=== serial_addsub_unit ===
serial_addsub_unit, pin placement:
Pins as bars across the die edge, other pins in gray.
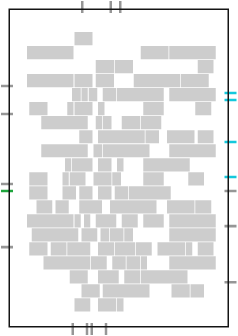

==> src/rtl/serial_addsub_unit.sv <==
// Bit-serial add/subtract engine: one full-adder slice plus a carry flop,
// LSB first, with a start/busy/done handshake.
module serial_addsub_unit #(
   parameter int unsigned WIDTH = 4
) (
   input  logic             i_clk,
   input  logic             i_reset_n,
   input  logic             i_start,
   input  logic [WIDTH-1:0] i_a,
   input  logic [WIDTH-1:0] i_b,
   input  logic             i_mode,
   output logic             o_busy,
   output logic             o_done,
   output logic [WIDTH-1:0] o_sum,
   output logic             o_carry
);

   localparam int unsigned CW = (WIDTH > 1) ? $clog2(WIDTH) : 1;

   typedef enum logic {S_IDLE, S_RUN} state_e;

   state_e           state_q, state_d;
   logic [WIDTH-1:0] sa_q, sa_d;
   logic [WIDTH-1:0] sb_q, sb_d;
   logic [WIDTH-1:0] res_q, res_d;
   logic             c_q, c_d;
   logic [CW-1:0]    cnt_q, cnt_d;
   logic             busy_q, busy_d;
   logic             done_q, done_d;
   logic [WIDTH-1:0] sum_q, sum_d;
   logic             carry_q, carry_d;
   logic             s_bit;
   logic             maj;

   // Next-state and datapath for the serial slice
   always_comb begin
      state_d = state_q;
      sa_d    = sa_q;
      sb_d    = sb_q;
      res_d   = res_q;
      c_d     = c_q;
      cnt_d   = cnt_q;
      done_d  = 1'b0;
      sum_d   = sum_q;
      carry_d = carry_q;
      s_bit   = sa_q[0] ^ sb_q[0] ^ c_q;
      maj     = (sa_q[0] & sb_q[0]) | (sa_q[0] & c_q) | (sb_q[0] & c_q);

      case (state_q)
         S_IDLE: begin
            if (i_start) begin
               // Subtract is A + ~B + 1: invert B and seed the carry with mode
               sa_d    = i_a;
               sb_d    = i_b ^ {WIDTH{i_mode}};
               c_d     = i_mode;
               cnt_d   = '0;
               state_d = S_RUN;
            end
         end
         S_RUN: begin
            c_d             = maj;
            res_d           = res_q >> 1;
            res_d[WIDTH-1]  = s_bit;
            sa_d            = sa_q >> 1;
            sb_d            = sb_q >> 1;
            cnt_d           = cnt_q + CW'(1);
            if (cnt_q == CW'(WIDTH - 1)) begin
               sum_d   = res_d;
               carry_d = maj;
               done_d  = 1'b1;
               state_d = S_IDLE;
            end
         end
         default: state_d = S_IDLE;
      endcase

      busy_d = (state_d == S_RUN);
   end

   always_ff @(posedge i_clk or negedge i_reset_n) begin
      if (!i_reset_n) begin
         state_q <= S_IDLE;
         sa_q    <= '0;
         sb_q    <= '0;
         res_q   <= '0;
         c_q     <= 1'b0;
         cnt_q   <= '0;
         busy_q  <= 1'b0;
         done_q  <= 1'b0;
         sum_q   <= '0;
         carry_q <= 1'b0;
      end else begin
         state_q <= state_d;
         sa_q    <= sa_d;
         sb_q    <= sb_d;
         res_q   <= res_d;
         c_q     <= c_d;
         cnt_q   <= cnt_d;
         busy_q  <= busy_d;
         done_q  <= done_d;
         sum_q   <= sum_d;
         carry_q <= carry_d;
      end
   end

   assign o_busy  = busy_q;
   assign o_done  = done_q;
   assign o_sum   = sum_q;
   assign o_carry = carry_q;

endmodule

==> config.mk <==
export PLATFORM = sky130hd
export DESIGN_NAME = serial_addsub_unit
export DESIGN_NICKNAME = d
export VERILOG_FILES = /design/src/rtl/serial_addsub_unit.sv
export SDC_FILE = /design/constraint.sdc
export NUM_CORES = 1
export LEC_CHECK = 0
export CORE_ASPECT_RATIO = 1.5
export CORE_MARGIN = 2
export CORE_UTILIZATION = 44
export DETAILED_ROUTE_END_ITERATION = 8
export GPL_ROUTABILITY_DRIVEN = 0
export HOLD_SLACK_MARGIN = 0.12
export PLACE_DENSITY = 0.76
export SYNTH_ARGS = -nofsm -noshare
export SYNTH_HDL_FRONTEND = slang
export SYNTH_SLANG_ARGS = --single-unit
==> constraint.sdc <==
create_clock -name i_clk -period 1.3 [get_ports i_clk]
set_clock_uncertainty 0.05 [all_clocks]
set_input_delay 0.195 -clock i_clk [delete_from_list [all_inputs] [get_ports i_clk]]
set_output_delay 0.195 -clock i_clk [all_outputs]
set_load 0.01 [all_outputs]
=== pattern_sweep_capture ===
## src/rtl/pattern_sweep_capture.sv

```systemverilog
// Purpose: sweeps a stimulus vector (binary count or LFSR) and compacts the 1-bit response into a count and a signature.
// Latency: each vector is held SETTLE cycles and sampled on the next; done pulses N*(SETTLE+1)+1 cycles after start.
// Backpressure: none; start is ignored while a run is active and abort ends a run early without done.
module pattern_sweep_capture #(
    parameter int VEC_W  = 7,
    parameter int SETTLE = 2,
    parameter int SIG_W  = 16
) (
    input  logic             clk,
    input  logic             rst_n,
    input  logic             start,
    input  logic             mode,
    input  logic             abort,
    input  logic             resp_in,
    output logic [VEC_W-1:0] vec_out,
    output logic             busy,
    output logic             done,
    output logic [7:0]       ones_cnt,
    output logic [SIG_W-1:0] signature
);

    typedef enum logic [1:0] {
        S_IDLE,
        S_SETTLE,
        S_SAMPLE,
        S_DONE
    } state_t;

    localparam logic [3:0] SETTLE_LAST = 4'(SETTLE - 1);

    state_t           state;
    logic [3:0]       settle_cnt;
    logic             mode_q;
    logic [VEC_W-1:0] lfsr_next;
    logic [VEC_W-1:0] vec_next;
    logic             vec_last;
    logic             fb;

    always_comb begin
        lfsr_next = {vec_out[VEC_W-2:0], vec_out[VEC_W-1] ^ vec_out[VEC_W-2]};
        vec_next  = mode_q ? lfsr_next : vec_out + VEC_W'(1);
        // The LFSR run ends on the vector that would wrap back to the seed.
        vec_last  = mode_q ? (lfsr_next == VEC_W'(1)) : (&vec_out);
        fb        = signature[15] ^ signature[14] ^ signature[12] ^ signature[3] ^ resp_in;
    end

    always_ff @(posedge clk) begin
        if (!rst_n) begin
            state      <= S_IDLE;
            vec_out    <= '0;
            busy       <= 1'b0;
            done       <= 1'b0;
            ones_cnt   <= '0;
            signature  <= '0;
            settle_cnt <= '0;
            mode_q     <= 1'b0;
        end else begin
            done <= 1'b0;
            case (state)
                S_IDLE: begin
                    if (start) begin
                        state      <= S_SETTLE;
                        mode_q     <= mode;
                        ones_cnt   <= '0;
                        signature  <= '0;
                        vec_out    <= mode ? VEC_W'(1) : '0;
                        busy       <= 1'b1;
                        settle_cnt <= '0;
                    end
                end
                S_SETTLE: begin
                    if (abort) begin
                        state      <= S_IDLE;
                        busy       <= 1'b0;
                        vec_out    <= '0;
                        settle_cnt <= '0;
                    end else if (settle_cnt == SETTLE_LAST) begin
                        settle_cnt <= '0;
                        state      <= S_SAMPLE;
                    end else begin
                        settle_cnt <= settle_cnt + 4'd1;
                    end
                end
                S_SAMPLE: begin
                    // Abort wins over the sample: the partial results exclude this vector.
                    if (abort) begin
                        state      <= S_IDLE;
                        busy       <= 1'b0;
                        vec_out    <= '0;
                        settle_cnt <= '0;
                    end else begin
                        ones_cnt  <= ones_cnt + 8'(resp_in);
                        signature <= {signature[SIG_W-2:0], fb};
                        if (vec_last) begin
                            state <= S_DONE;
                        end else begin
                            vec_out <= vec_next;
                            state   <= S_SETTLE;
                        end
                    end
                end
                S_DONE: begin
                    done  <= 1'b1;
                    busy  <= 1'b0;
                    state <= S_IDLE;
                end
                default: state <= S_IDLE;
            endcase
        end
    end

endmodule

```

## config.mk

```make
export PLATFORM = sky130hd
export DESIGN_NAME = pattern_sweep_capture
export DESIGN_NICKNAME = d
export VERILOG_FILES = /design/src/rtl/pattern_sweep_capture.sv
export SDC_FILE = /design/constraint.sdc
export NUM_CORES = 1
export LEC_CHECK = 0
export ABC_AREA = 1
export CORE_UTILIZATION = 40
export CTS_CLUSTER_DIAMETER = 50
export DETAILED_ROUTE_END_ITERATION = 8
export HOLD_SLACK_MARGIN = 0.12
export PLACE_DENSITY = 0.72
export SYNTH_ARGS = -nofsm -noshare
export SYNTH_HDL_FRONTEND = slang
export SYNTH_SLANG_ARGS = --single-unit
```

## constraint.sdc

```tcl
create_clock -name clk -period 1.9 [get_ports clk]
set_input_delay 0.57 -clock clk [delete_from_list [all_inputs] [get_ports clk]]
set_output_delay 0.57 -clock clk [all_outputs]
set_load 0.01 [all_outputs]
```

=== pipe_hazard_ctrl ===
[config.mk]
export PLATFORM = sky130hd
export DESIGN_NAME = pipe_hazard_ctrl
export DESIGN_NICKNAME = d
export VERILOG_FILES = /design/src/rtl/mips_pkg.sv /design/src/rtl/pipe_fwd_unit.sv /design/src/rtl/pipe_hazard_ctrl.sv
export SDC_FILE = /design/constraint.sdc
export NUM_CORES = 1
export LEC_CHECK = 0
export ABC_AREA = 1
export CORE_MARGIN = 4
export CORE_UTILIZATION = 28
export CTS_CLUSTER_SIZE = 20
export DETAILED_ROUTE_END_ITERATION = 6
export GPL_ROUTABILITY_DRIVEN = 0
export PLACE_DENSITY = 0.56
export SLEW_MARGIN = 40
export SYNTH_ARGS = -nofsm -noshare
export SYNTH_HDL_FRONTEND = slang
export SYNTH_HIERARCHICAL = 1
export SYNTH_SLANG_ARGS = --single-unit
[constraint.sdc]
create_clock -name clk -period 4.9 [get_ports clk]
set_input_delay 0.735 -clock clk [delete_from_list [all_inputs] [get_ports clk]]
set_output_delay 0.735 -clock clk [all_outputs]
set_load 0.03 [all_outputs]
[src/rtl/mips_pkg.sv]
// ---------------------------------------------------------------------------
// mips_pkg
//
// Purpose:
//   Shared definitions for the 5-stage MIPS pipeline control blocks.
//   - Register index width.
//   - Forwarding mux select encodings used by the execute-stage ALU inputs.
//   - Hazard controller sequencing states.
//   - A register compare helper that never matches register 0.
//
// Ports:
//   None. This is a package.
// ---------------------------------------------------------------------------
package mips_pkg;

  // Width of a register file index (32 architectural registers).
  localparam int REG_W = 5;

  // ALU source select encodings.
  // NONE takes the register file value latched in D/E.
  // WB takes the result being written back.
  // MEM takes the ALU result sitting in E/M.
  localparam logic [1:0] FWD_NONE = 2'b00;
  localparam logic [1:0] FWD_WB   = 2'b01;
  localparam logic [1:0] FWD_MEM  = 2'b10;

  // Sequencing states of the hazard controller.
  // RUN      : normal issue, only RAW/branch hazards apply.
  // MEM_WAIT : a data-memory access in M is outstanding.
  // HALT     : the memory wait watchdog expired. Only reset leaves this state.
  typedef enum logic [1:0] {
    RUN      = 2'd0,
    MEM_WAIT = 2'd1,
    HALT     = 2'd2
  } hz_state_t;

  // Register 0 is hard-wired to zero.
  // A write to it is discarded, so it must never produce a hazard or a forward.
  function automatic logic regMatch(input logic [REG_W-1:0] a,
                                    input logic [REG_W-1:0] b);
    return (a != '0) && (a == b);
  endfunction

endpackage

[src/rtl/pipe_fwd_unit.sv]
// ---------------------------------------------------------------------------
// pipe_fwd_unit
//
// Purpose:
//   Purely combinational forwarding comparators for the MIPS pipeline.
//   - The execute-stage ALU operands may take a newer value from E/M or M/W.
//   - The decode-stage branch comparator may take a newer value from E/M.
//
// Ports:
//   rsD_i, rtD_i         : decode-stage source registers
//   rsE_i, rtE_i         : execute-stage source registers
//   writeRegM_i          : destination register of the instruction in M
//   regWriteM_i          : the instruction in M writes the register file
//   writeRegW_i          : destination register of the instruction in W
//   regWriteW_i          : the instruction in W writes the register file
//   forwardAE_o          : ALU source A select (FWD_NONE / FWD_WB / FWD_MEM)
//   forwardBE_o          : ALU source B select
//   forwardAD_o          : branch comparator A takes the M-stage result
//   forwardBD_o          : branch comparator B takes the M-stage result
// ---------------------------------------------------------------------------
module pipe_fwd_unit
  import mips_pkg::*;
(
  input  logic [REG_W-1:0] rsD_i,
  input  logic [REG_W-1:0] rtD_i,
  input  logic [REG_W-1:0] rsE_i,
  input  logic [REG_W-1:0] rtE_i,
  input  logic [REG_W-1:0] writeRegM_i,
  input  logic             regWriteM_i,
  input  logic [REG_W-1:0] writeRegW_i,
  input  logic             regWriteW_i,
  output logic [1:0]       forwardAE_o,
  output logic [1:0]       forwardBE_o,
  output logic             forwardAD_o,
  output logic             forwardBD_o
);

  // Select the freshest producer of an execute-stage operand.
  // The M-stage instruction is younger than the W-stage one.
  // When both write the same register, the M-stage value is the architecturally correct one.
  function automatic logic [1:0] selectFwd(input logic [REG_W-1:0] src);
    logic [1:0] sel;
    sel = FWD_NONE;
    if (regWriteM_i && regMatch(writeRegM_i, src)) begin
      sel = FWD_MEM;
    end else if (regWriteW_i && regMatch(writeRegW_i, src)) begin
      sel = FWD_WB;
    end
    return sel;
  endfunction

  // Execute-stage ALU operand selects.
  always_comb begin
    forwardAE_o = selectFwd(rsE_i);
    forwardBE_o = selectFwd(rtE_i);
  end

  // Decode-stage branch comparator bypass.
  // Only the M-stage result is bypassed.
  // A W-stage value reaches decode through the register file's write-first behaviour.
  always_comb begin
    forwardAD_o = regWriteM_i && regMatch(writeRegM_i, rsD_i);
    forwardBD_o = regWriteM_i && regMatch(writeRegM_i, rtD_i);
  end

endmodule

[src/rtl/pipe_hazard_ctrl.sv]
// ---------------------------------------------------------------------------
// pipe_hazard_ctrl
//
// Purpose:
//   Hazard and sequencing controller for the 5-stage MIPS pipeline.
//   - Drives stall/flush controls for the F/D, D/E, E/M and M/W latches.
//   - Drives operand forwarding selects.
//   - Resolves load-use and decode-stage branch hazards.
//   - Holds the whole pipeline while a data-memory access in M is outstanding.
//   - A watchdog halts the pipe if memory never answers.
//   - Two wrapping performance counters track stall and flush cycles.
//
// Parameters:
//   MEM_TIMEOUT : consecutive MEM_WAIT cycles tolerated before HALT
//   CNT_W       : width of the performance counters
//
// Ports:
//   clk, rst                : clock (rising edge), synchronous active-high reset
//   RsD, RtD, BranchD,
//   PCSrcD                  : decode-stage sources, branch flag, branch taken
//   RsE, RtE, WriteRegE,
//   RegWriteE, MemtoRegE    : execute-stage sources, destination, controls
//   WriteRegM, RegWriteM,
//   MemtoRegM               : memory-stage destination and controls
//   mem_req_M, mem_ready_M  : data-memory access request / completion in M
//   WriteRegW, RegWriteW    : writeback-stage destination and write enable
//   StallF/D/E/M            : hold PC, F/D, D/E, E/M
//   FlushD/E/W              : clear F/D, D/E, M/W (insert bubble)
//   ForwardAE/BE            : ALU operand selects
//   ForwardAD/BD            : branch comparator bypass from M
//   halted                  : sticky watchdog error (registered)
//   stall_cnt, flush_cnt    : performance counters
// ---------------------------------------------------------------------------
module pipe_hazard_ctrl
  import mips_pkg::*;
#(
  parameter int MEM_TIMEOUT = 255,
  parameter int CNT_W       = 32
) (
  input  logic             clk,
  input  logic             rst,
  input  logic [REG_W-1:0] RsD,
  input  logic [REG_W-1:0] RtD,
  input  logic             BranchD,
  input  logic             PCSrcD,
  input  logic [REG_W-1:0] RsE,
  input  logic [REG_W-1:0] RtE,
  input  logic [REG_W-1:0] WriteRegE,
  input  logic             RegWriteE,
  input  logic             MemtoRegE,
  input  logic [REG_W-1:0] WriteRegM,
  input  logic             RegWriteM,
  input  logic             MemtoRegM,
  input  logic             mem_req_M,
  input  logic             mem_ready_M,
  input  logic [REG_W-1:0] WriteRegW,
  input  logic             RegWriteW,
  output logic             StallF,
  output logic             StallD,
  output logic             StallE,
  output logic             StallM,
  output logic             FlushD,
  output logic             FlushE,
  output logic             FlushW,
  output logic [1:0]       ForwardAE,
  output logic [1:0]       ForwardBE,
  output logic             ForwardAD,
  output logic             ForwardBD,
  output logic             halted,
  output logic [CNT_W-1:0] stall_cnt,
  output logic [CNT_W-1:0] flush_cnt
);

  // The wait counter only ever holds 0 .. MEM_TIMEOUT-1.
  // On the last of those values the FSM either returns to RUN or halts.
  localparam int WAIT_W = (MEM_TIMEOUT > 1) ? $clog2(MEM_TIMEOUT) : 1;
  localparam logic [WAIT_W-1:0] WAIT_LAST = WAIT_W'(MEM_TIMEOUT - 1);

  hz_state_t         state_q, state_d;
  logic [WAIT_W-1:0] waitCnt_q, waitCnt_d;
  logic              halted_q, halted_d;
  logic [CNT_W-1:0]  stallCnt_q, stallCnt_d;
  logic [CNT_W-1:0]  flushCnt_q, flushCnt_d;

  logic lwStall;
  logic brStall;
  logic memStall;

  // Forwarding comparators live in their own purely combinational block.
  pipe_fwd_unit uFwd (
    .rsD_i       (RsD),
    .rtD_i       (RtD),
    .rsE_i       (RsE),
    .rtE_i       (RtE),
    .writeRegM_i (WriteRegM),
    .regWriteM_i (RegWriteM),
    .writeRegW_i (WriteRegW),
    .regWriteW_i (RegWriteW),
    .forwardAE_o (ForwardAE),
    .forwardBE_o (ForwardBE),
    .forwardAD_o (ForwardAD),
    .forwardBD_o (ForwardBD)
  );

  // Hazard detection.
  // Load-use: a load in E produces its value too late for the next instruction's execute.
  // That instruction waits one cycle in decode.
  // Branch: the comparator runs in decode.
  // An ALU result still in E, or a load result still in M, cannot be bypassed in time.
  // Memory: the instruction in M is waiting on the data memory.
  // In RUN this is the first cycle of the wait. In MEM_WAIT it continues until ready.
  always_comb begin
    lwStall  = MemtoRegE && (regMatch(RtE, RsD) || regMatch(RtE, RtD));
    brStall  = BranchD &&
               ((RegWriteE && (regMatch(WriteRegE, RsD) || regMatch(WriteRegE, RtD))) ||
                (MemtoRegM && (regMatch(WriteRegM, RsD) || regMatch(WriteRegM, RtD))));
    memStall = ((state_q == RUN) && mem_req_M && !mem_ready_M) ||
               ((state_q == MEM_WAIT) && !mem_ready_M);
  end

  // Sequencing FSM next state and watchdog counter.
  // The counter is cleared on entry to MEM_WAIT and counts each cycle spent there.
  // A ready in the final tolerated cycle still wins and returns to RUN.
  // A ready seen in RUN without an outstanding request is ignored.
  // Reset overrides everything and lands back in RUN with a clean counter.
  always_comb begin
    state_d   = state_q;
    waitCnt_d = waitCnt_q;
    unique case (state_q)
      RUN: begin
        if (mem_req_M && !mem_ready_M) begin
          state_d   = MEM_WAIT;
          waitCnt_d = '0;
        end
      end
      MEM_WAIT: begin
        if (mem_ready_M) begin
          state_d = RUN;
        end else if (waitCnt_q == WAIT_LAST) begin
          state_d = HALT;
        end else begin
          waitCnt_d = waitCnt_q + 1'b1;
        end
      end
      HALT: begin
        state_d = HALT;
      end
      default: begin
        state_d   = RUN;
        waitCnt_d = '0;
      end
    endcase
    if (rst) begin
      state_d   = RUN;
      waitCnt_d = '0;
    end
    halted_d = (state_d == HALT);
  end

  // Stall and flush priority.
  // Reset bubbles every latch.
  // A halted pipe freezes everything, and the M/W flush keeps garbage out of the register file.
  // A memory wait freezes F through M, and the M/W flush stops the stuck access from retiring twice.
  // Load-use and branch hazards hold F and D and push a bubble into E.
  // The D flush for a taken branch only applies when nothing upstream is held.
  // Otherwise the held branch would be squashed before it resolves.
  always_comb begin
    StallF = 1'b0;
    StallD = 1'b0;
    StallE = 1'b0;
    StallM = 1'b0;
    FlushD = 1'b0;
    FlushE = 1'b0;
    FlushW = 1'b0;
    if (rst) begin
      FlushD = 1'b1;
      FlushE = 1'b1;
      FlushW = 1'b1;
    end else if (state_q == HALT) begin
      StallF = 1'b1;
      StallD = 1'b1;
      StallE = 1'b1;
      StallM = 1'b1;
      FlushW = 1'b1;
    end else if (memStall) begin
      StallF = 1'b1;
      StallD = 1'b1;
      StallE = 1'b1;
      StallM = 1'b1;
      FlushW = 1'b1;
    end else if (lwStall || brStall) begin
      StallF = 1'b1;
      StallD = 1'b1;
      FlushE = 1'b1;
    end else begin
      FlushD = PCSrcD;
    end
  end

  // Performance counters wrap naturally at 2^CNT_W.
  // They are frozen while reset is held. The register block clears them on reset.
  always_comb begin
    stallCnt_d = stallCnt_q + {{(CNT_W-1){1'b0}}, StallF};
    flushCnt_d = flushCnt_q + {{(CNT_W-1){1'b0}}, (FlushD | FlushE)};
  end

  // State, watchdog and counter registers with synchronous reset.
  always_ff @(posedge clk) begin
    if (rst) begin
      state_q    <= RUN;
      waitCnt_q  <= '0;
      halted_q   <= 1'b0;
      stallCnt_q <= '0;
      flushCnt_q <= '0;
    end else begin
      state_q    <= state_d;
      waitCnt_q  <= waitCnt_d;
      halted_q   <= halted_d;
      stallCnt_q <= stallCnt_d;
      flushCnt_q <= flushCnt_d;
    end
  end

  assign halted    = halted_q;
  assign stall_cnt = stallCnt_q;
  assign flush_cnt = flushCnt_q;

endmodule

=== wb_cmd_master_flat ===
File: src/rtl/wb_cmd_master_if.sv
// wb_cmd_master_if: command, response and Wishbone master signals of wb_cmd_master
interface wb_cmd_master_if;
  logic        cmd_valid_i;
  logic        cmd_ready_o;
  logic        cmd_we_i;
  logic [31:0] cmd_adr_i;
  logic [31:0] cmd_dat_i;
  logic [3:0]  cmd_sel_i;
  logic        rsp_valid_o;
  logic        rsp_ready_i;
  logic [31:0] rsp_dat_o;
  logic        rsp_err_o;
  logic        rsp_timeout_o;
  logic [31:0] wb_dat_o;
  logic [31:0] wb_adr_o;
  logic [3:0]  wb_sel_o;
  logic        wb_we_o;
  logic        wb_cyc_o;
  logic        wb_stb_o;
  logic [31:0] wb_dat_i;
  logic        wb_ack_i;
  logic        wb_err_i;
  modport master (
    input  cmd_valid_i, cmd_we_i, cmd_adr_i, cmd_dat_i, cmd_sel_i, rsp_ready_i,
           wb_dat_i, wb_ack_i, wb_err_i,
    output cmd_ready_o, rsp_valid_o, rsp_dat_o, rsp_err_o, rsp_timeout_o,
           wb_dat_o, wb_adr_o, wb_sel_o, wb_we_o, wb_cyc_o, wb_stb_o
  );
  modport slave (
    output cmd_valid_i, cmd_we_i, cmd_adr_i, cmd_dat_i, cmd_sel_i, rsp_ready_i,
           wb_dat_i, wb_ack_i, wb_err_i,
    input  cmd_ready_o, rsp_valid_o, rsp_dat_o, rsp_err_o, rsp_timeout_o,
           wb_dat_o, wb_adr_o, wb_sel_o, wb_we_o, wb_cyc_o, wb_stb_o
  );
endinterface

File: src/rtl/wb_cmd_master.sv
// wb_cmd_master: single-outstanding command to Wishbone classic master with err/timeout reporting
module wb_cmd_master #(
  parameter int unsigned TIMEOUT_CYCLES = 255
) (
  input  logic              clk_i,
  input  logic              rst_n,
  wb_cmd_master_if.master   bus
);
  typedef enum logic [1:0] {IDLE, BUS, RESP} state_t;
  localparam logic [15:0] TMO = 16'(TIMEOUT_CYCLES);
  state_t      state, state_nx;
  logic [15:0] cnt, cnt_nx;
  logic        ready_nx, valid_nx, err_nx, tmo_nx, cyc_nx, we_nx, done;
  logic [31:0] rdat_nx, adr_nx, wdat_nx;
  logic [3:0]  sel_nx;
  // ack/err in the last wait cycle still wins because the timeout flag is only set when neither is high
  assign done = bus.wb_err_i || bus.wb_ack_i || cnt == TMO;
  always_ff @(posedge clk_i or negedge rst_n) begin
    if (!rst_n) begin
      state             <= IDLE;
      cnt               <= '0;
      bus.cmd_ready_o   <= 1'b0;
      bus.rsp_valid_o   <= 1'b0;
      bus.rsp_dat_o     <= '0;
      bus.rsp_err_o     <= 1'b0;
      bus.rsp_timeout_o <= 1'b0;
      bus.wb_cyc_o      <= 1'b0;
      bus.wb_stb_o      <= 1'b0;
      bus.wb_we_o       <= 1'b0;
      bus.wb_adr_o      <= '0;
      bus.wb_dat_o      <= '0;
      bus.wb_sel_o      <= '0;
    end else begin
      state             <= state_nx;
      cnt               <= cnt_nx;
      bus.cmd_ready_o   <= ready_nx;
      bus.rsp_valid_o   <= valid_nx;
      bus.rsp_dat_o     <= rdat_nx;
      bus.rsp_err_o     <= err_nx;
      bus.rsp_timeout_o <= tmo_nx;
      bus.wb_cyc_o      <= cyc_nx;
      bus.wb_stb_o      <= cyc_nx;
      bus.wb_we_o       <= we_nx;
      bus.wb_adr_o      <= adr_nx;
      bus.wb_dat_o      <= wdat_nx;
      bus.wb_sel_o      <= sel_nx;
    end
  end
  always_comb begin
    state_nx = state;
    cnt_nx   = cnt;
    ready_nx = bus.cmd_ready_o;
    valid_nx = bus.rsp_valid_o;
    rdat_nx  = bus.rsp_dat_o;
    err_nx   = bus.rsp_err_o;
    tmo_nx   = bus.rsp_timeout_o;
    cyc_nx   = bus.wb_cyc_o;
    we_nx    = bus.wb_we_o;
    adr_nx   = bus.wb_adr_o;
    wdat_nx  = bus.wb_dat_o;
    sel_nx   = bus.wb_sel_o;
    case (state)
      IDLE: begin
        ready_nx = 1'b1;
        if (bus.cmd_valid_i && bus.cmd_ready_o) begin
          state_nx = BUS;
          ready_nx = 1'b0;
          cyc_nx   = 1'b1;
          cnt_nx   = 16'd1;
          we_nx    = bus.cmd_we_i;
          adr_nx   = bus.cmd_adr_i & ~32'h3;
          wdat_nx  = bus.cmd_dat_i;
          sel_nx   = bus.cmd_sel_i;
        end
      end
      BUS: begin
        if (done) begin
          state_nx = RESP;
          cyc_nx   = 1'b0;
          valid_nx = 1'b1;
          cnt_nx   = '0;
          err_nx   = bus.wb_err_i;
          tmo_nx   = !bus.wb_err_i && !bus.wb_ack_i;
          rdat_nx  = (bus.wb_ack_i && !bus.wb_err_i && !bus.wb_we_o) ? bus.wb_dat_i : '0;
        end else begin
          cnt_nx = cnt + 16'd1;
        end
      end
      RESP: begin
        if (bus.rsp_ready_i) begin
          state_nx = IDLE;
          valid_nx = 1'b0;
          ready_nx = 1'b1;
        end
      end
      default: state_nx = IDLE;
    endcase
  end
endmodule

File: src/flat_wrapper.sv
// flat-port wrapper written by rule: the top's interface ports become plain ports
module wb_cmd_master_flat 
#(
  parameter int unsigned TIMEOUT_CYCLES = 255
)
  (clk_i, rst_n, bus_cmd_valid_i, bus_cmd_we_i, bus_cmd_adr_i, bus_cmd_dat_i, bus_cmd_sel_i, bus_rsp_ready_i, bus_wb_dat_i, bus_wb_ack_i, bus_wb_err_i, bus_cmd_ready_o, bus_rsp_valid_o, bus_rsp_dat_o, bus_rsp_err_o, bus_rsp_timeout_o, bus_wb_dat_o, bus_wb_adr_o, bus_wb_sel_o, bus_wb_we_o, bus_wb_cyc_o, bus_wb_stb_o);
  wb_cmd_master_if bus_i ();
  input  logic clk_i;
  input  logic rst_n;
  input wire logic [$bits(bus_i.cmd_valid_i)-1:0] bus_cmd_valid_i;
  input wire logic [$bits(bus_i.cmd_we_i)-1:0] bus_cmd_we_i;
  input wire logic [$bits(bus_i.cmd_adr_i)-1:0] bus_cmd_adr_i;
  input wire logic [$bits(bus_i.cmd_dat_i)-1:0] bus_cmd_dat_i;
  input wire logic [$bits(bus_i.cmd_sel_i)-1:0] bus_cmd_sel_i;
  input wire logic [$bits(bus_i.rsp_ready_i)-1:0] bus_rsp_ready_i;
  input wire logic [$bits(bus_i.wb_dat_i)-1:0] bus_wb_dat_i;
  input wire logic [$bits(bus_i.wb_ack_i)-1:0] bus_wb_ack_i;
  input wire logic [$bits(bus_i.wb_err_i)-1:0] bus_wb_err_i;
  output wire logic [$bits(bus_i.cmd_ready_o)-1:0] bus_cmd_ready_o;
  output wire logic [$bits(bus_i.rsp_valid_o)-1:0] bus_rsp_valid_o;
  output wire logic [$bits(bus_i.rsp_dat_o)-1:0] bus_rsp_dat_o;
  output wire logic [$bits(bus_i.rsp_err_o)-1:0] bus_rsp_err_o;
  output wire logic [$bits(bus_i.rsp_timeout_o)-1:0] bus_rsp_timeout_o;
  output wire logic [$bits(bus_i.wb_dat_o)-1:0] bus_wb_dat_o;
  output wire logic [$bits(bus_i.wb_adr_o)-1:0] bus_wb_adr_o;
  output wire logic [$bits(bus_i.wb_sel_o)-1:0] bus_wb_sel_o;
  output wire logic [$bits(bus_i.wb_we_o)-1:0] bus_wb_we_o;
  output wire logic [$bits(bus_i.wb_cyc_o)-1:0] bus_wb_cyc_o;
  output wire logic [$bits(bus_i.wb_stb_o)-1:0] bus_wb_stb_o;
  assign bus_i.cmd_valid_i = bus_cmd_valid_i;
  assign bus_i.cmd_we_i = bus_cmd_we_i;
  assign bus_i.cmd_adr_i = bus_cmd_adr_i;
  assign bus_i.cmd_dat_i = bus_cmd_dat_i;
  assign bus_i.cmd_sel_i = bus_cmd_sel_i;
  assign bus_i.rsp_ready_i = bus_rsp_ready_i;
  assign bus_i.wb_dat_i = bus_wb_dat_i;
  assign bus_i.wb_ack_i = bus_wb_ack_i;
  assign bus_i.wb_err_i = bus_wb_err_i;
  assign bus_cmd_ready_o = bus_i.cmd_ready_o;
  assign bus_rsp_valid_o = bus_i.rsp_valid_o;
  assign bus_rsp_dat_o = bus_i.rsp_dat_o;
  assign bus_rsp_err_o = bus_i.rsp_err_o;
  assign bus_rsp_timeout_o = bus_i.rsp_timeout_o;
  assign bus_wb_dat_o = bus_i.wb_dat_o;
  assign bus_wb_adr_o = bus_i.wb_adr_o;
  assign bus_wb_sel_o = bus_i.wb_sel_o;
  assign bus_wb_we_o = bus_i.wb_we_o;
  assign bus_wb_cyc_o = bus_i.wb_cyc_o;
  assign bus_wb_stb_o = bus_i.wb_stb_o;
  wb_cmd_master #(.TIMEOUT_CYCLES(TIMEOUT_CYCLES)) u_core (.clk_i(clk_i), .rst_n(rst_n), .bus(bus_i));
endmodule
File: config.mk
export PLATFORM = sky130hd
export DESIGN_NAME = wb_cmd_master_flat
export DESIGN_NICKNAME = d
export VERILOG_FILES = /design/src/rtl/wb_cmd_master_if.sv /design/src/rtl/wb_cmd_master.sv /design/src/flat_wrapper.sv
export SDC_FILE = /design/constraint.sdc
export NUM_CORES = 1
export LEC_CHECK = 0
export ABC_AREA = 1
export ABC_CLOCK_PERIOD_IN_PS = 1460
export CORE_AREA = 2 2 132 108
export DETAILED_ROUTE_END_ITERATION = 8
export DIE_AREA = 0 0 134 110
export PLACE_DENSITY = 0.79
export SKIP_LAST_GASP = 1
export SLEW_MARGIN = 0
export SYNTH_ARGS = -nofsm -noshare
export SYNTH_HDL_FRONTEND = slang
export SYNTH_SLANG_ARGS = --single-unit
File: constraint.sdc
create_clock -name clk_i -period 1.46 [get_ports clk_i]
set_input_delay 0.219 -clock clk_i [delete_from_list [all_inputs] [get_ports clk_i]]
set_output_delay 0.219 -clock clk_i [all_outputs]
set_load 0.05 [all_outputs]

## Gallery

Metal layers overlaid.
Plate I
Bar = 20 um.
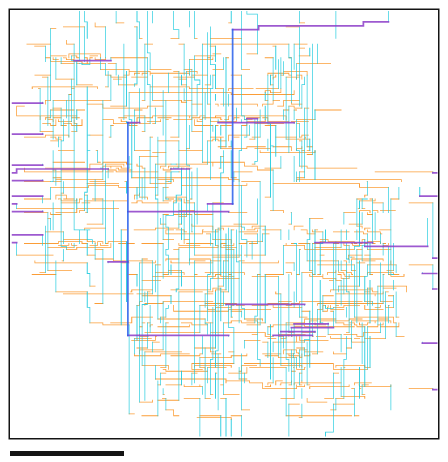
Plate II
Bar = 10 um.
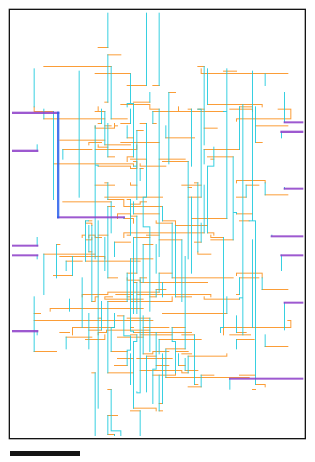
Plate III
Bar = 50 um.
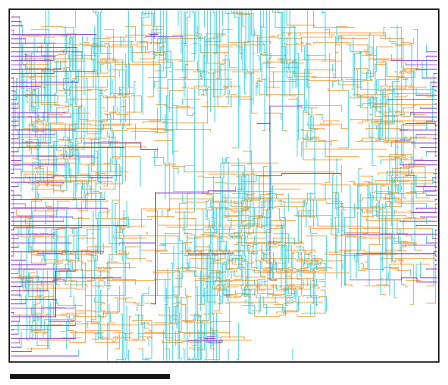
Plate IV
Bar = 50 um.
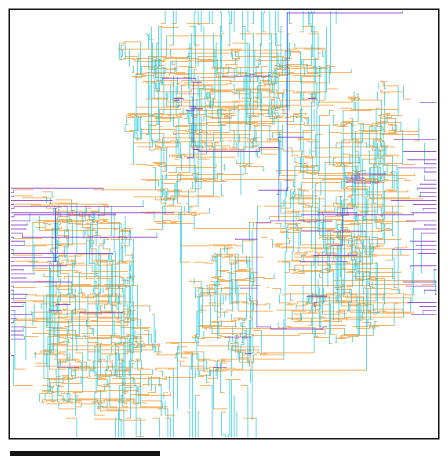
pattern_sweep_capture: Plate I
wb_cmd_master_flat: Plate III
serial_addsub_unit: Plate II
pipe_hazard_ctrl: Plate IV
- least wire: Plate II
- largest die: Plate IV

Key to Plate IV:
| layer | color | wire length |
|---|---|---|
| met3 | purple | 1050 um |
| met1 | orange | 7430 um |
| met2 | cyan | 6710 um |
| met4 | blue | 177 um |

pipe_hazard_ctrl, pin placement:
Pins as bars across the die edge, other pins in gray.
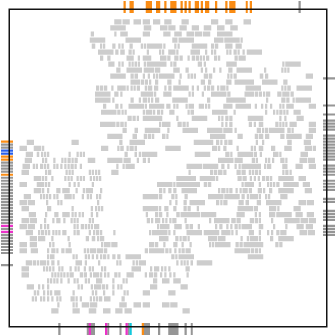
| port | color | pins | direction | edge |
|---|---|---|---|---|
| `RtD` | magenta | 5 | input | 3 bottom, 2 left |
| `MemtoRegM` | cyan | 1 | input | bottom |
| `ForwardAE` | blue | 2 | output | left |
| `stall_cnt` | orange | 32 | output | 27 top, 4 left, 1 bottom |

pipe_hazard_ctrl, clock distribution:
Bar = 50 um.
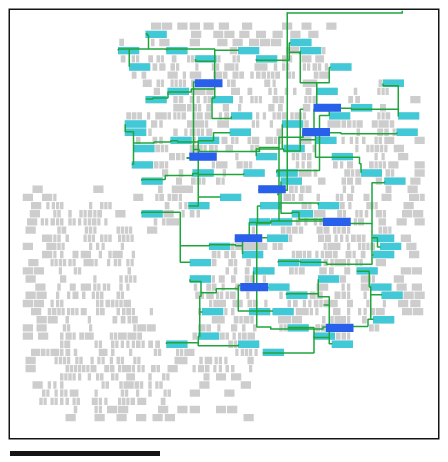
[flip-flops] cyan | count: 75
[clock wires] green | length: 1230 um
[cells driving clock nets] blue | count: 9
routed clock nets: 10

==> impl_metrics.yaml, pipe_hazard_ctrl <==
# yosys + openroad results
sta:
  worst_slack_ns: 1.12
floorplan:
  taps: 229
  ioPinCount: 124
synth:
  ys_warn_count: 6
  area_leaders: "dfxtp_1, nand2_1, inv_1"
  synth.largest_area_cell: "dfxtp_1"
  common_cells: "nand2_1, inv_1, nor2_1"
  yosys_area_um2: 5080
routing:
  wl_met1_mm: 7.43
  met2_length_mm: 6.71
  drt_iter0_drc: 305
  antenna_left: 0
global_routing:
  first_global_vias: 5089
  grt_pass1_wl_mm: 25.1
cts:
  clock_latency_ns: 0.34
  cts_hold_buf: 0
layout:
  nClkBuffers: 12
  area_delta_synth_final_pct: 35.3
  nNonClkBuffers: 125
  seqCellArea_um2: 1500
  clock_area_share_pct: 4.56
setup_path:
  crit_path_start: "WriteRegM[2]"
  start_kind: "input port"
power_and_ir_drop:
  power_frac_seq_pct: 40.5
  power_mw: 1.54
  max-vdd-ir-drop_mv: 0.111
  p_clk_share_pct: 45.8
min_path:
  hold_start: "waitCnt_q[4]"
run_status:
  status: "finished clean"
[pipe_hazard_ctrl: sequential cells by signal, indices dropped and copies added (netlist names)]
signal	count
stall_cnt	32
halted	1
state_q	2
waitCnt_q	8
flush_cnt	32
[pipe_hazard_ctrl: final timing paths]
| check | end | slack, ns | cells after the start |
|---|---|---|---|
| hold / removal | waitCnt_q[4] | 0.47 | 2 |
| setup reg to reg | stall_cnt[24] | 2.10 | 17 |
| hold reg to reg | waitCnt_q[4] | 0.47 | 2 |
| setup / recovery | StallD | 1.12 | 12 |
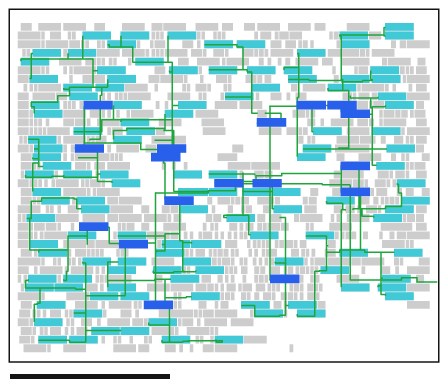
wb_cmd_master_flat: clock distribution
Bar = 50 um.
[clock wires] green | length: 1680 um
[cells driving clock nets] blue | count: 17
[flip-flops] cyan | count: 122
flops lie: all over the die
Clk. pwr: 4.41 mW
clk latency late pin: 0.41 ns
Clk network pwr share: 18.0%
clk_skew: 0.00870 ns

==> impl_metrics.yaml, wb_cmd_master_flat <==
# yosys + openroad results
power_and_ir_drop:
  p_comb_share_pct: 56.4
  power_switching_mw: 10.7
setup_path:
  r2r-start: "u_core.cnt[1]"
  crit_required_ns: 1.75
  crit_arrival_ns: 1.78
synth:
  edf_count: 0
  synth_area_per_cell_um2: 8.51
  ys_dominant_reg_cell: "dfrtp_1"
sta:
  slew_viol_final: 0
  finalSetupViolCount: 17
  holdWs_ns: 0.323
  worst_slack_ns: -0.0225
global_routing:
  grt_usage_pct: 21.3
  first_global_vias: 4850
  grt_start_max_net_pins: 48
routing:
  post-route-drc-count: 0
run_status:
  violations: "setup timing"
  status: "finished with violations"
-- wb_cmd_master_flat: worst max-delay path: cells and delay by family (launching register included) --
kind	cells	cell delay, ns
compound gates	1	0.05
fa+ha+maj	1	0.18
buf+inv	1	0.19
flops	1	0.40
simple gates	6	0.55
-- wb_cmd_master_flat: layer usage --
| layer | vias up | GRT usage [%] | share of wire [%] |
|---|---|---|---|
| li1 | 2305 | - | - |
| met1 | 2214 | 24.5 | 39 |
| met2 | 170 | 36.6 | 51 |
| met3 | 9 | 9.42 | 9.3 |
| met4 | 0 | 5.70 | 0.67 |
| met5 | - | 0 | 0 |
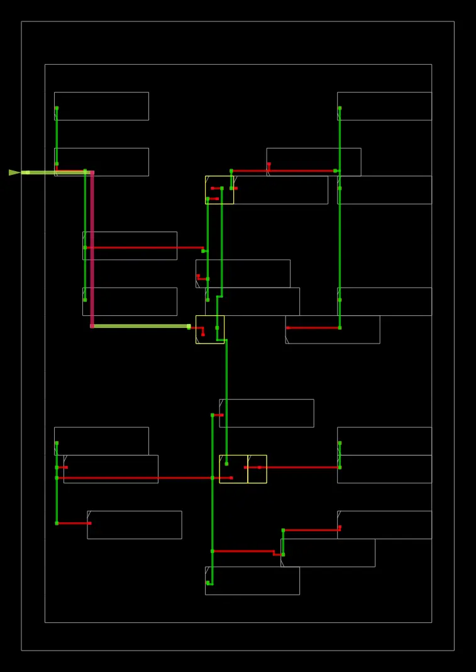
serial_addsub_unit: clock routing
Clk. pwr: 0.301 mW
CTS Sinks: 21
total CTS buffers: 3
flop count: 21

serial_addsub_unit, where the registers sit:
Other sequential cells in the stronger gray, the rest of the logic in the fainter gray.
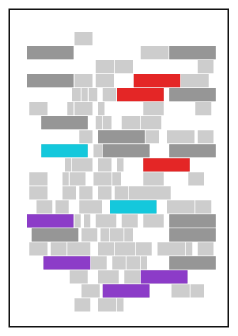
| signal | color | flops |
|---|---|---|
| `cnt_q` | cyan | 2 |
| `res_q` | red | 3 |
| `sb_q` | purple | 4 |
not colored: 12
sequential cell area share: 42.3%
FF/Latch Area: 526 um^2
sequential logic power: 1.11 mW
Util after Layout: 60.6%

Notes on 'pin placement' of serial_addsub_unit above:
| port | color | pins | direction | edge |
|---|---|---|---|---|
| `i_mode` | green | 1 | input | left |
| `o_sum` | cyan | 4 | output | right |

==> impl_metrics.yaml, serial_addsub_unit <==
# yosys + openroad results
setup_path:
  crit_path_start: "sa_q[0]"
  r2r_end: "o_sum[3]"
  crit_type: "reg -> reg"
floorplan:
  taps: 22
  die_h_um: 61.3
cts:
  postCtsSetupRepairBufs: 2
  cts_tree: "built"
  clockBufferDepth: 2
layout:
  layout.area.comb_um2: 398
  nNonClkBuffers: 28
  buf_share_pct: 20.7
  nNonClkInverters: 2
sta:
  max_slew_margin_pct: 82.5
  finalSetupViolCount: 2
  rsz0062_at_grt: "true"
  finalCriticalPeriod_ns: 1.33
  fmax_mhz: 754
  worst_slack_ns: -0.0260
  hold_viol_final: 0
global_routing:
  use_met2_pct: 26.2
synth:
  ys_seq_share_pct: 54.5
  synth_cells: 73
  ys_dominant_reg_cell: "dfrtp_1"
power_and_ir_drop:
  p_clk_share_pct: 12.0
  powerComb_mw: 1.10
run_status:
  violations: "setup timing"
  status: "finished with violations"
-- serial_addsub_unit: per-layer routing --
| metal | part of all wire [%] | vias to the layer above |
|---|---|---|
| met3 | 3.6 | 2 |
| li1 | - | 306 |
| met2 | 54 | 12 |
| met1 | 41 | 298 |
| met5 | 0 | - |
| met4 | 0.89 | 0 |
-- serial_addsub_unit: kinds of logic after synthesis --
| kind of cell | count (synthesis) |
|---|---|
| AOI/OAI and AO/OA | 11 |
| xor gates and xnor gates | 4 |
| adders and majority gates | 2 |
| buffers and inverters | 6 |
| DFF | 21 |
| muxes | 13 |
| and+or+nand+nor | 16 |
pattern_sweep_capture, clock routing:
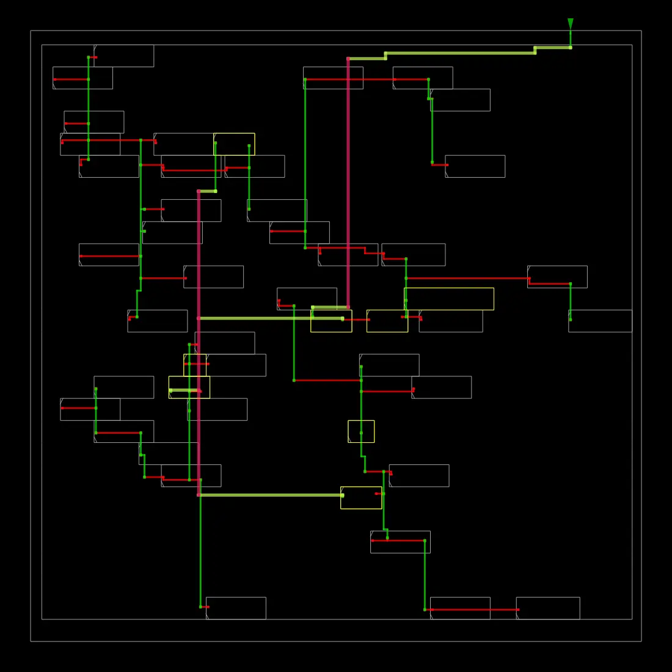
CTS Sinks: 40
flop count: 40
layout clock buffer count: 5
total CTS buffers: 5
clk_skew: 0.00751 ns

pattern_sweep_capture, pin placement:
Pins as bars across the die edge, other pins in gray.
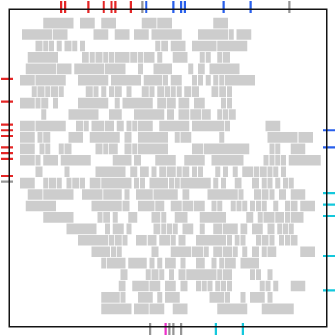
| port | color | pins | direction | edge |
|---|---|---|---|---|
| `abort` | magenta | 1 | input | bottom |
| `vec_out` | cyan | 7 | output | 5 right, 2 bottom |
| `ones_cnt` | blue | 8 | output | 6 top, 2 right |
| `signature` | red | 16 | output | 9 left, 7 top |
all pins by edge: 15 top, 10 left, 7 bottom, 7 right
Chip Width: 75.2 um
Die Span Y: 75.2 um
PortBufs: 38

==> impl_metrics.yaml, pattern_sweep_capture <==
# yosys + openroad results
sta:
  tns_ns: 0
  max_slew.worst_pin.slew_ns: 0.375
  rsz0062_at_grt: "false"
  hold_viol_final: 0
  period_used_pct: 97.3
synth:
  synth_nets: 326
  synth.logic.top_family: "simple AND/OR/NAND/NOR gates"
  ys_seq_share_pct: 37.4
  ys_sh_aoi_pct: 12.1
  ys_cells: 310
  simple_gate_share_pct: 35.1
  area_leaders: "dfxtp_1, nand2_1, a21oi_1"
  ys_dominant_reg_cell: "dfxtp_1"
floorplan:
  die_area_um2: 5660
setup_path:
  setup.worst_path.end: "signature[3]"
  crit_type: "reg -> out"
  endpoint_kind: "output port"
run_status:
  status: "finished clean"
routing:
  dr.pass1.iters: 4
power_and_ir_drop:
  powerComb_mw: 0.457
  power_mw: 2.08
global_routing:
  antenna_found_initial: 0
  grt_usage_pct: 18.5
cts:
  clock_latency_ns: 0.29
  clockBufferDepth: 2
layout:
  layout.nets: 384
  n_antenna_cell: 0
-- pattern_sweep_capture: area by class of cell --
type	instances	area (um^2)	share of cell area [%]
timing repair buffer	58	556	19.4
inverter	39	146	5.11
multi-input combinational	224	1160	40.3
sequential	40	806	28.1
clock inverter	3	46.3	1.62
clock buffer	5	68.8	2.40
tap	70	87.6	3.06
-- pattern_sweep_capture: worst min-delay path by stage --
stage,cells past startpoint,slack [ns],end
CTS,2,0.45,busy
detailed placement,2,0.44,busy
global route,2,0.49,busy
floorplan,2,0.47,busy
finish,2,0.45,busy
global placement,2,0.43,busy


==> layout pictures side by side <==
Where the registers sit.
Other sequential cells in the stronger gray, the rest of the logic in the fainter gray.
panel A
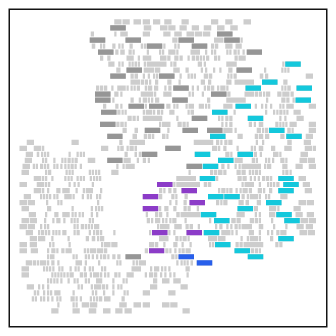
panel B
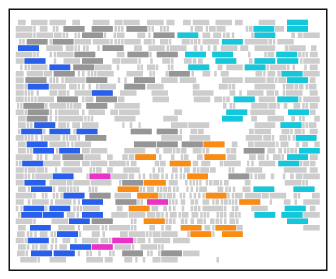
panel C
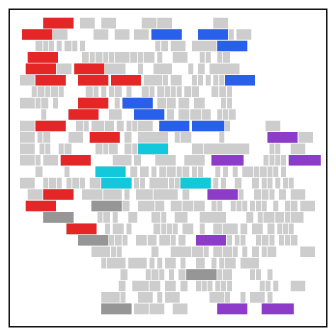
panel B: wb_cmd_master_flat
panel A: pipe_hazard_ctrl
panel C: pattern_sweep_capture
The one with the fewest sequential cells is panel C.

Key to panel C:
| signal | color | flops |
|---|---|---|
| `ones_cnt` | blue | 8 |
| `signature` | red | 16 |
| `vec_out` | purple | 7 |
| `settle_cnt` | cyan | 4 |
not colored: 5

Power and IR drop assume default switching activity.
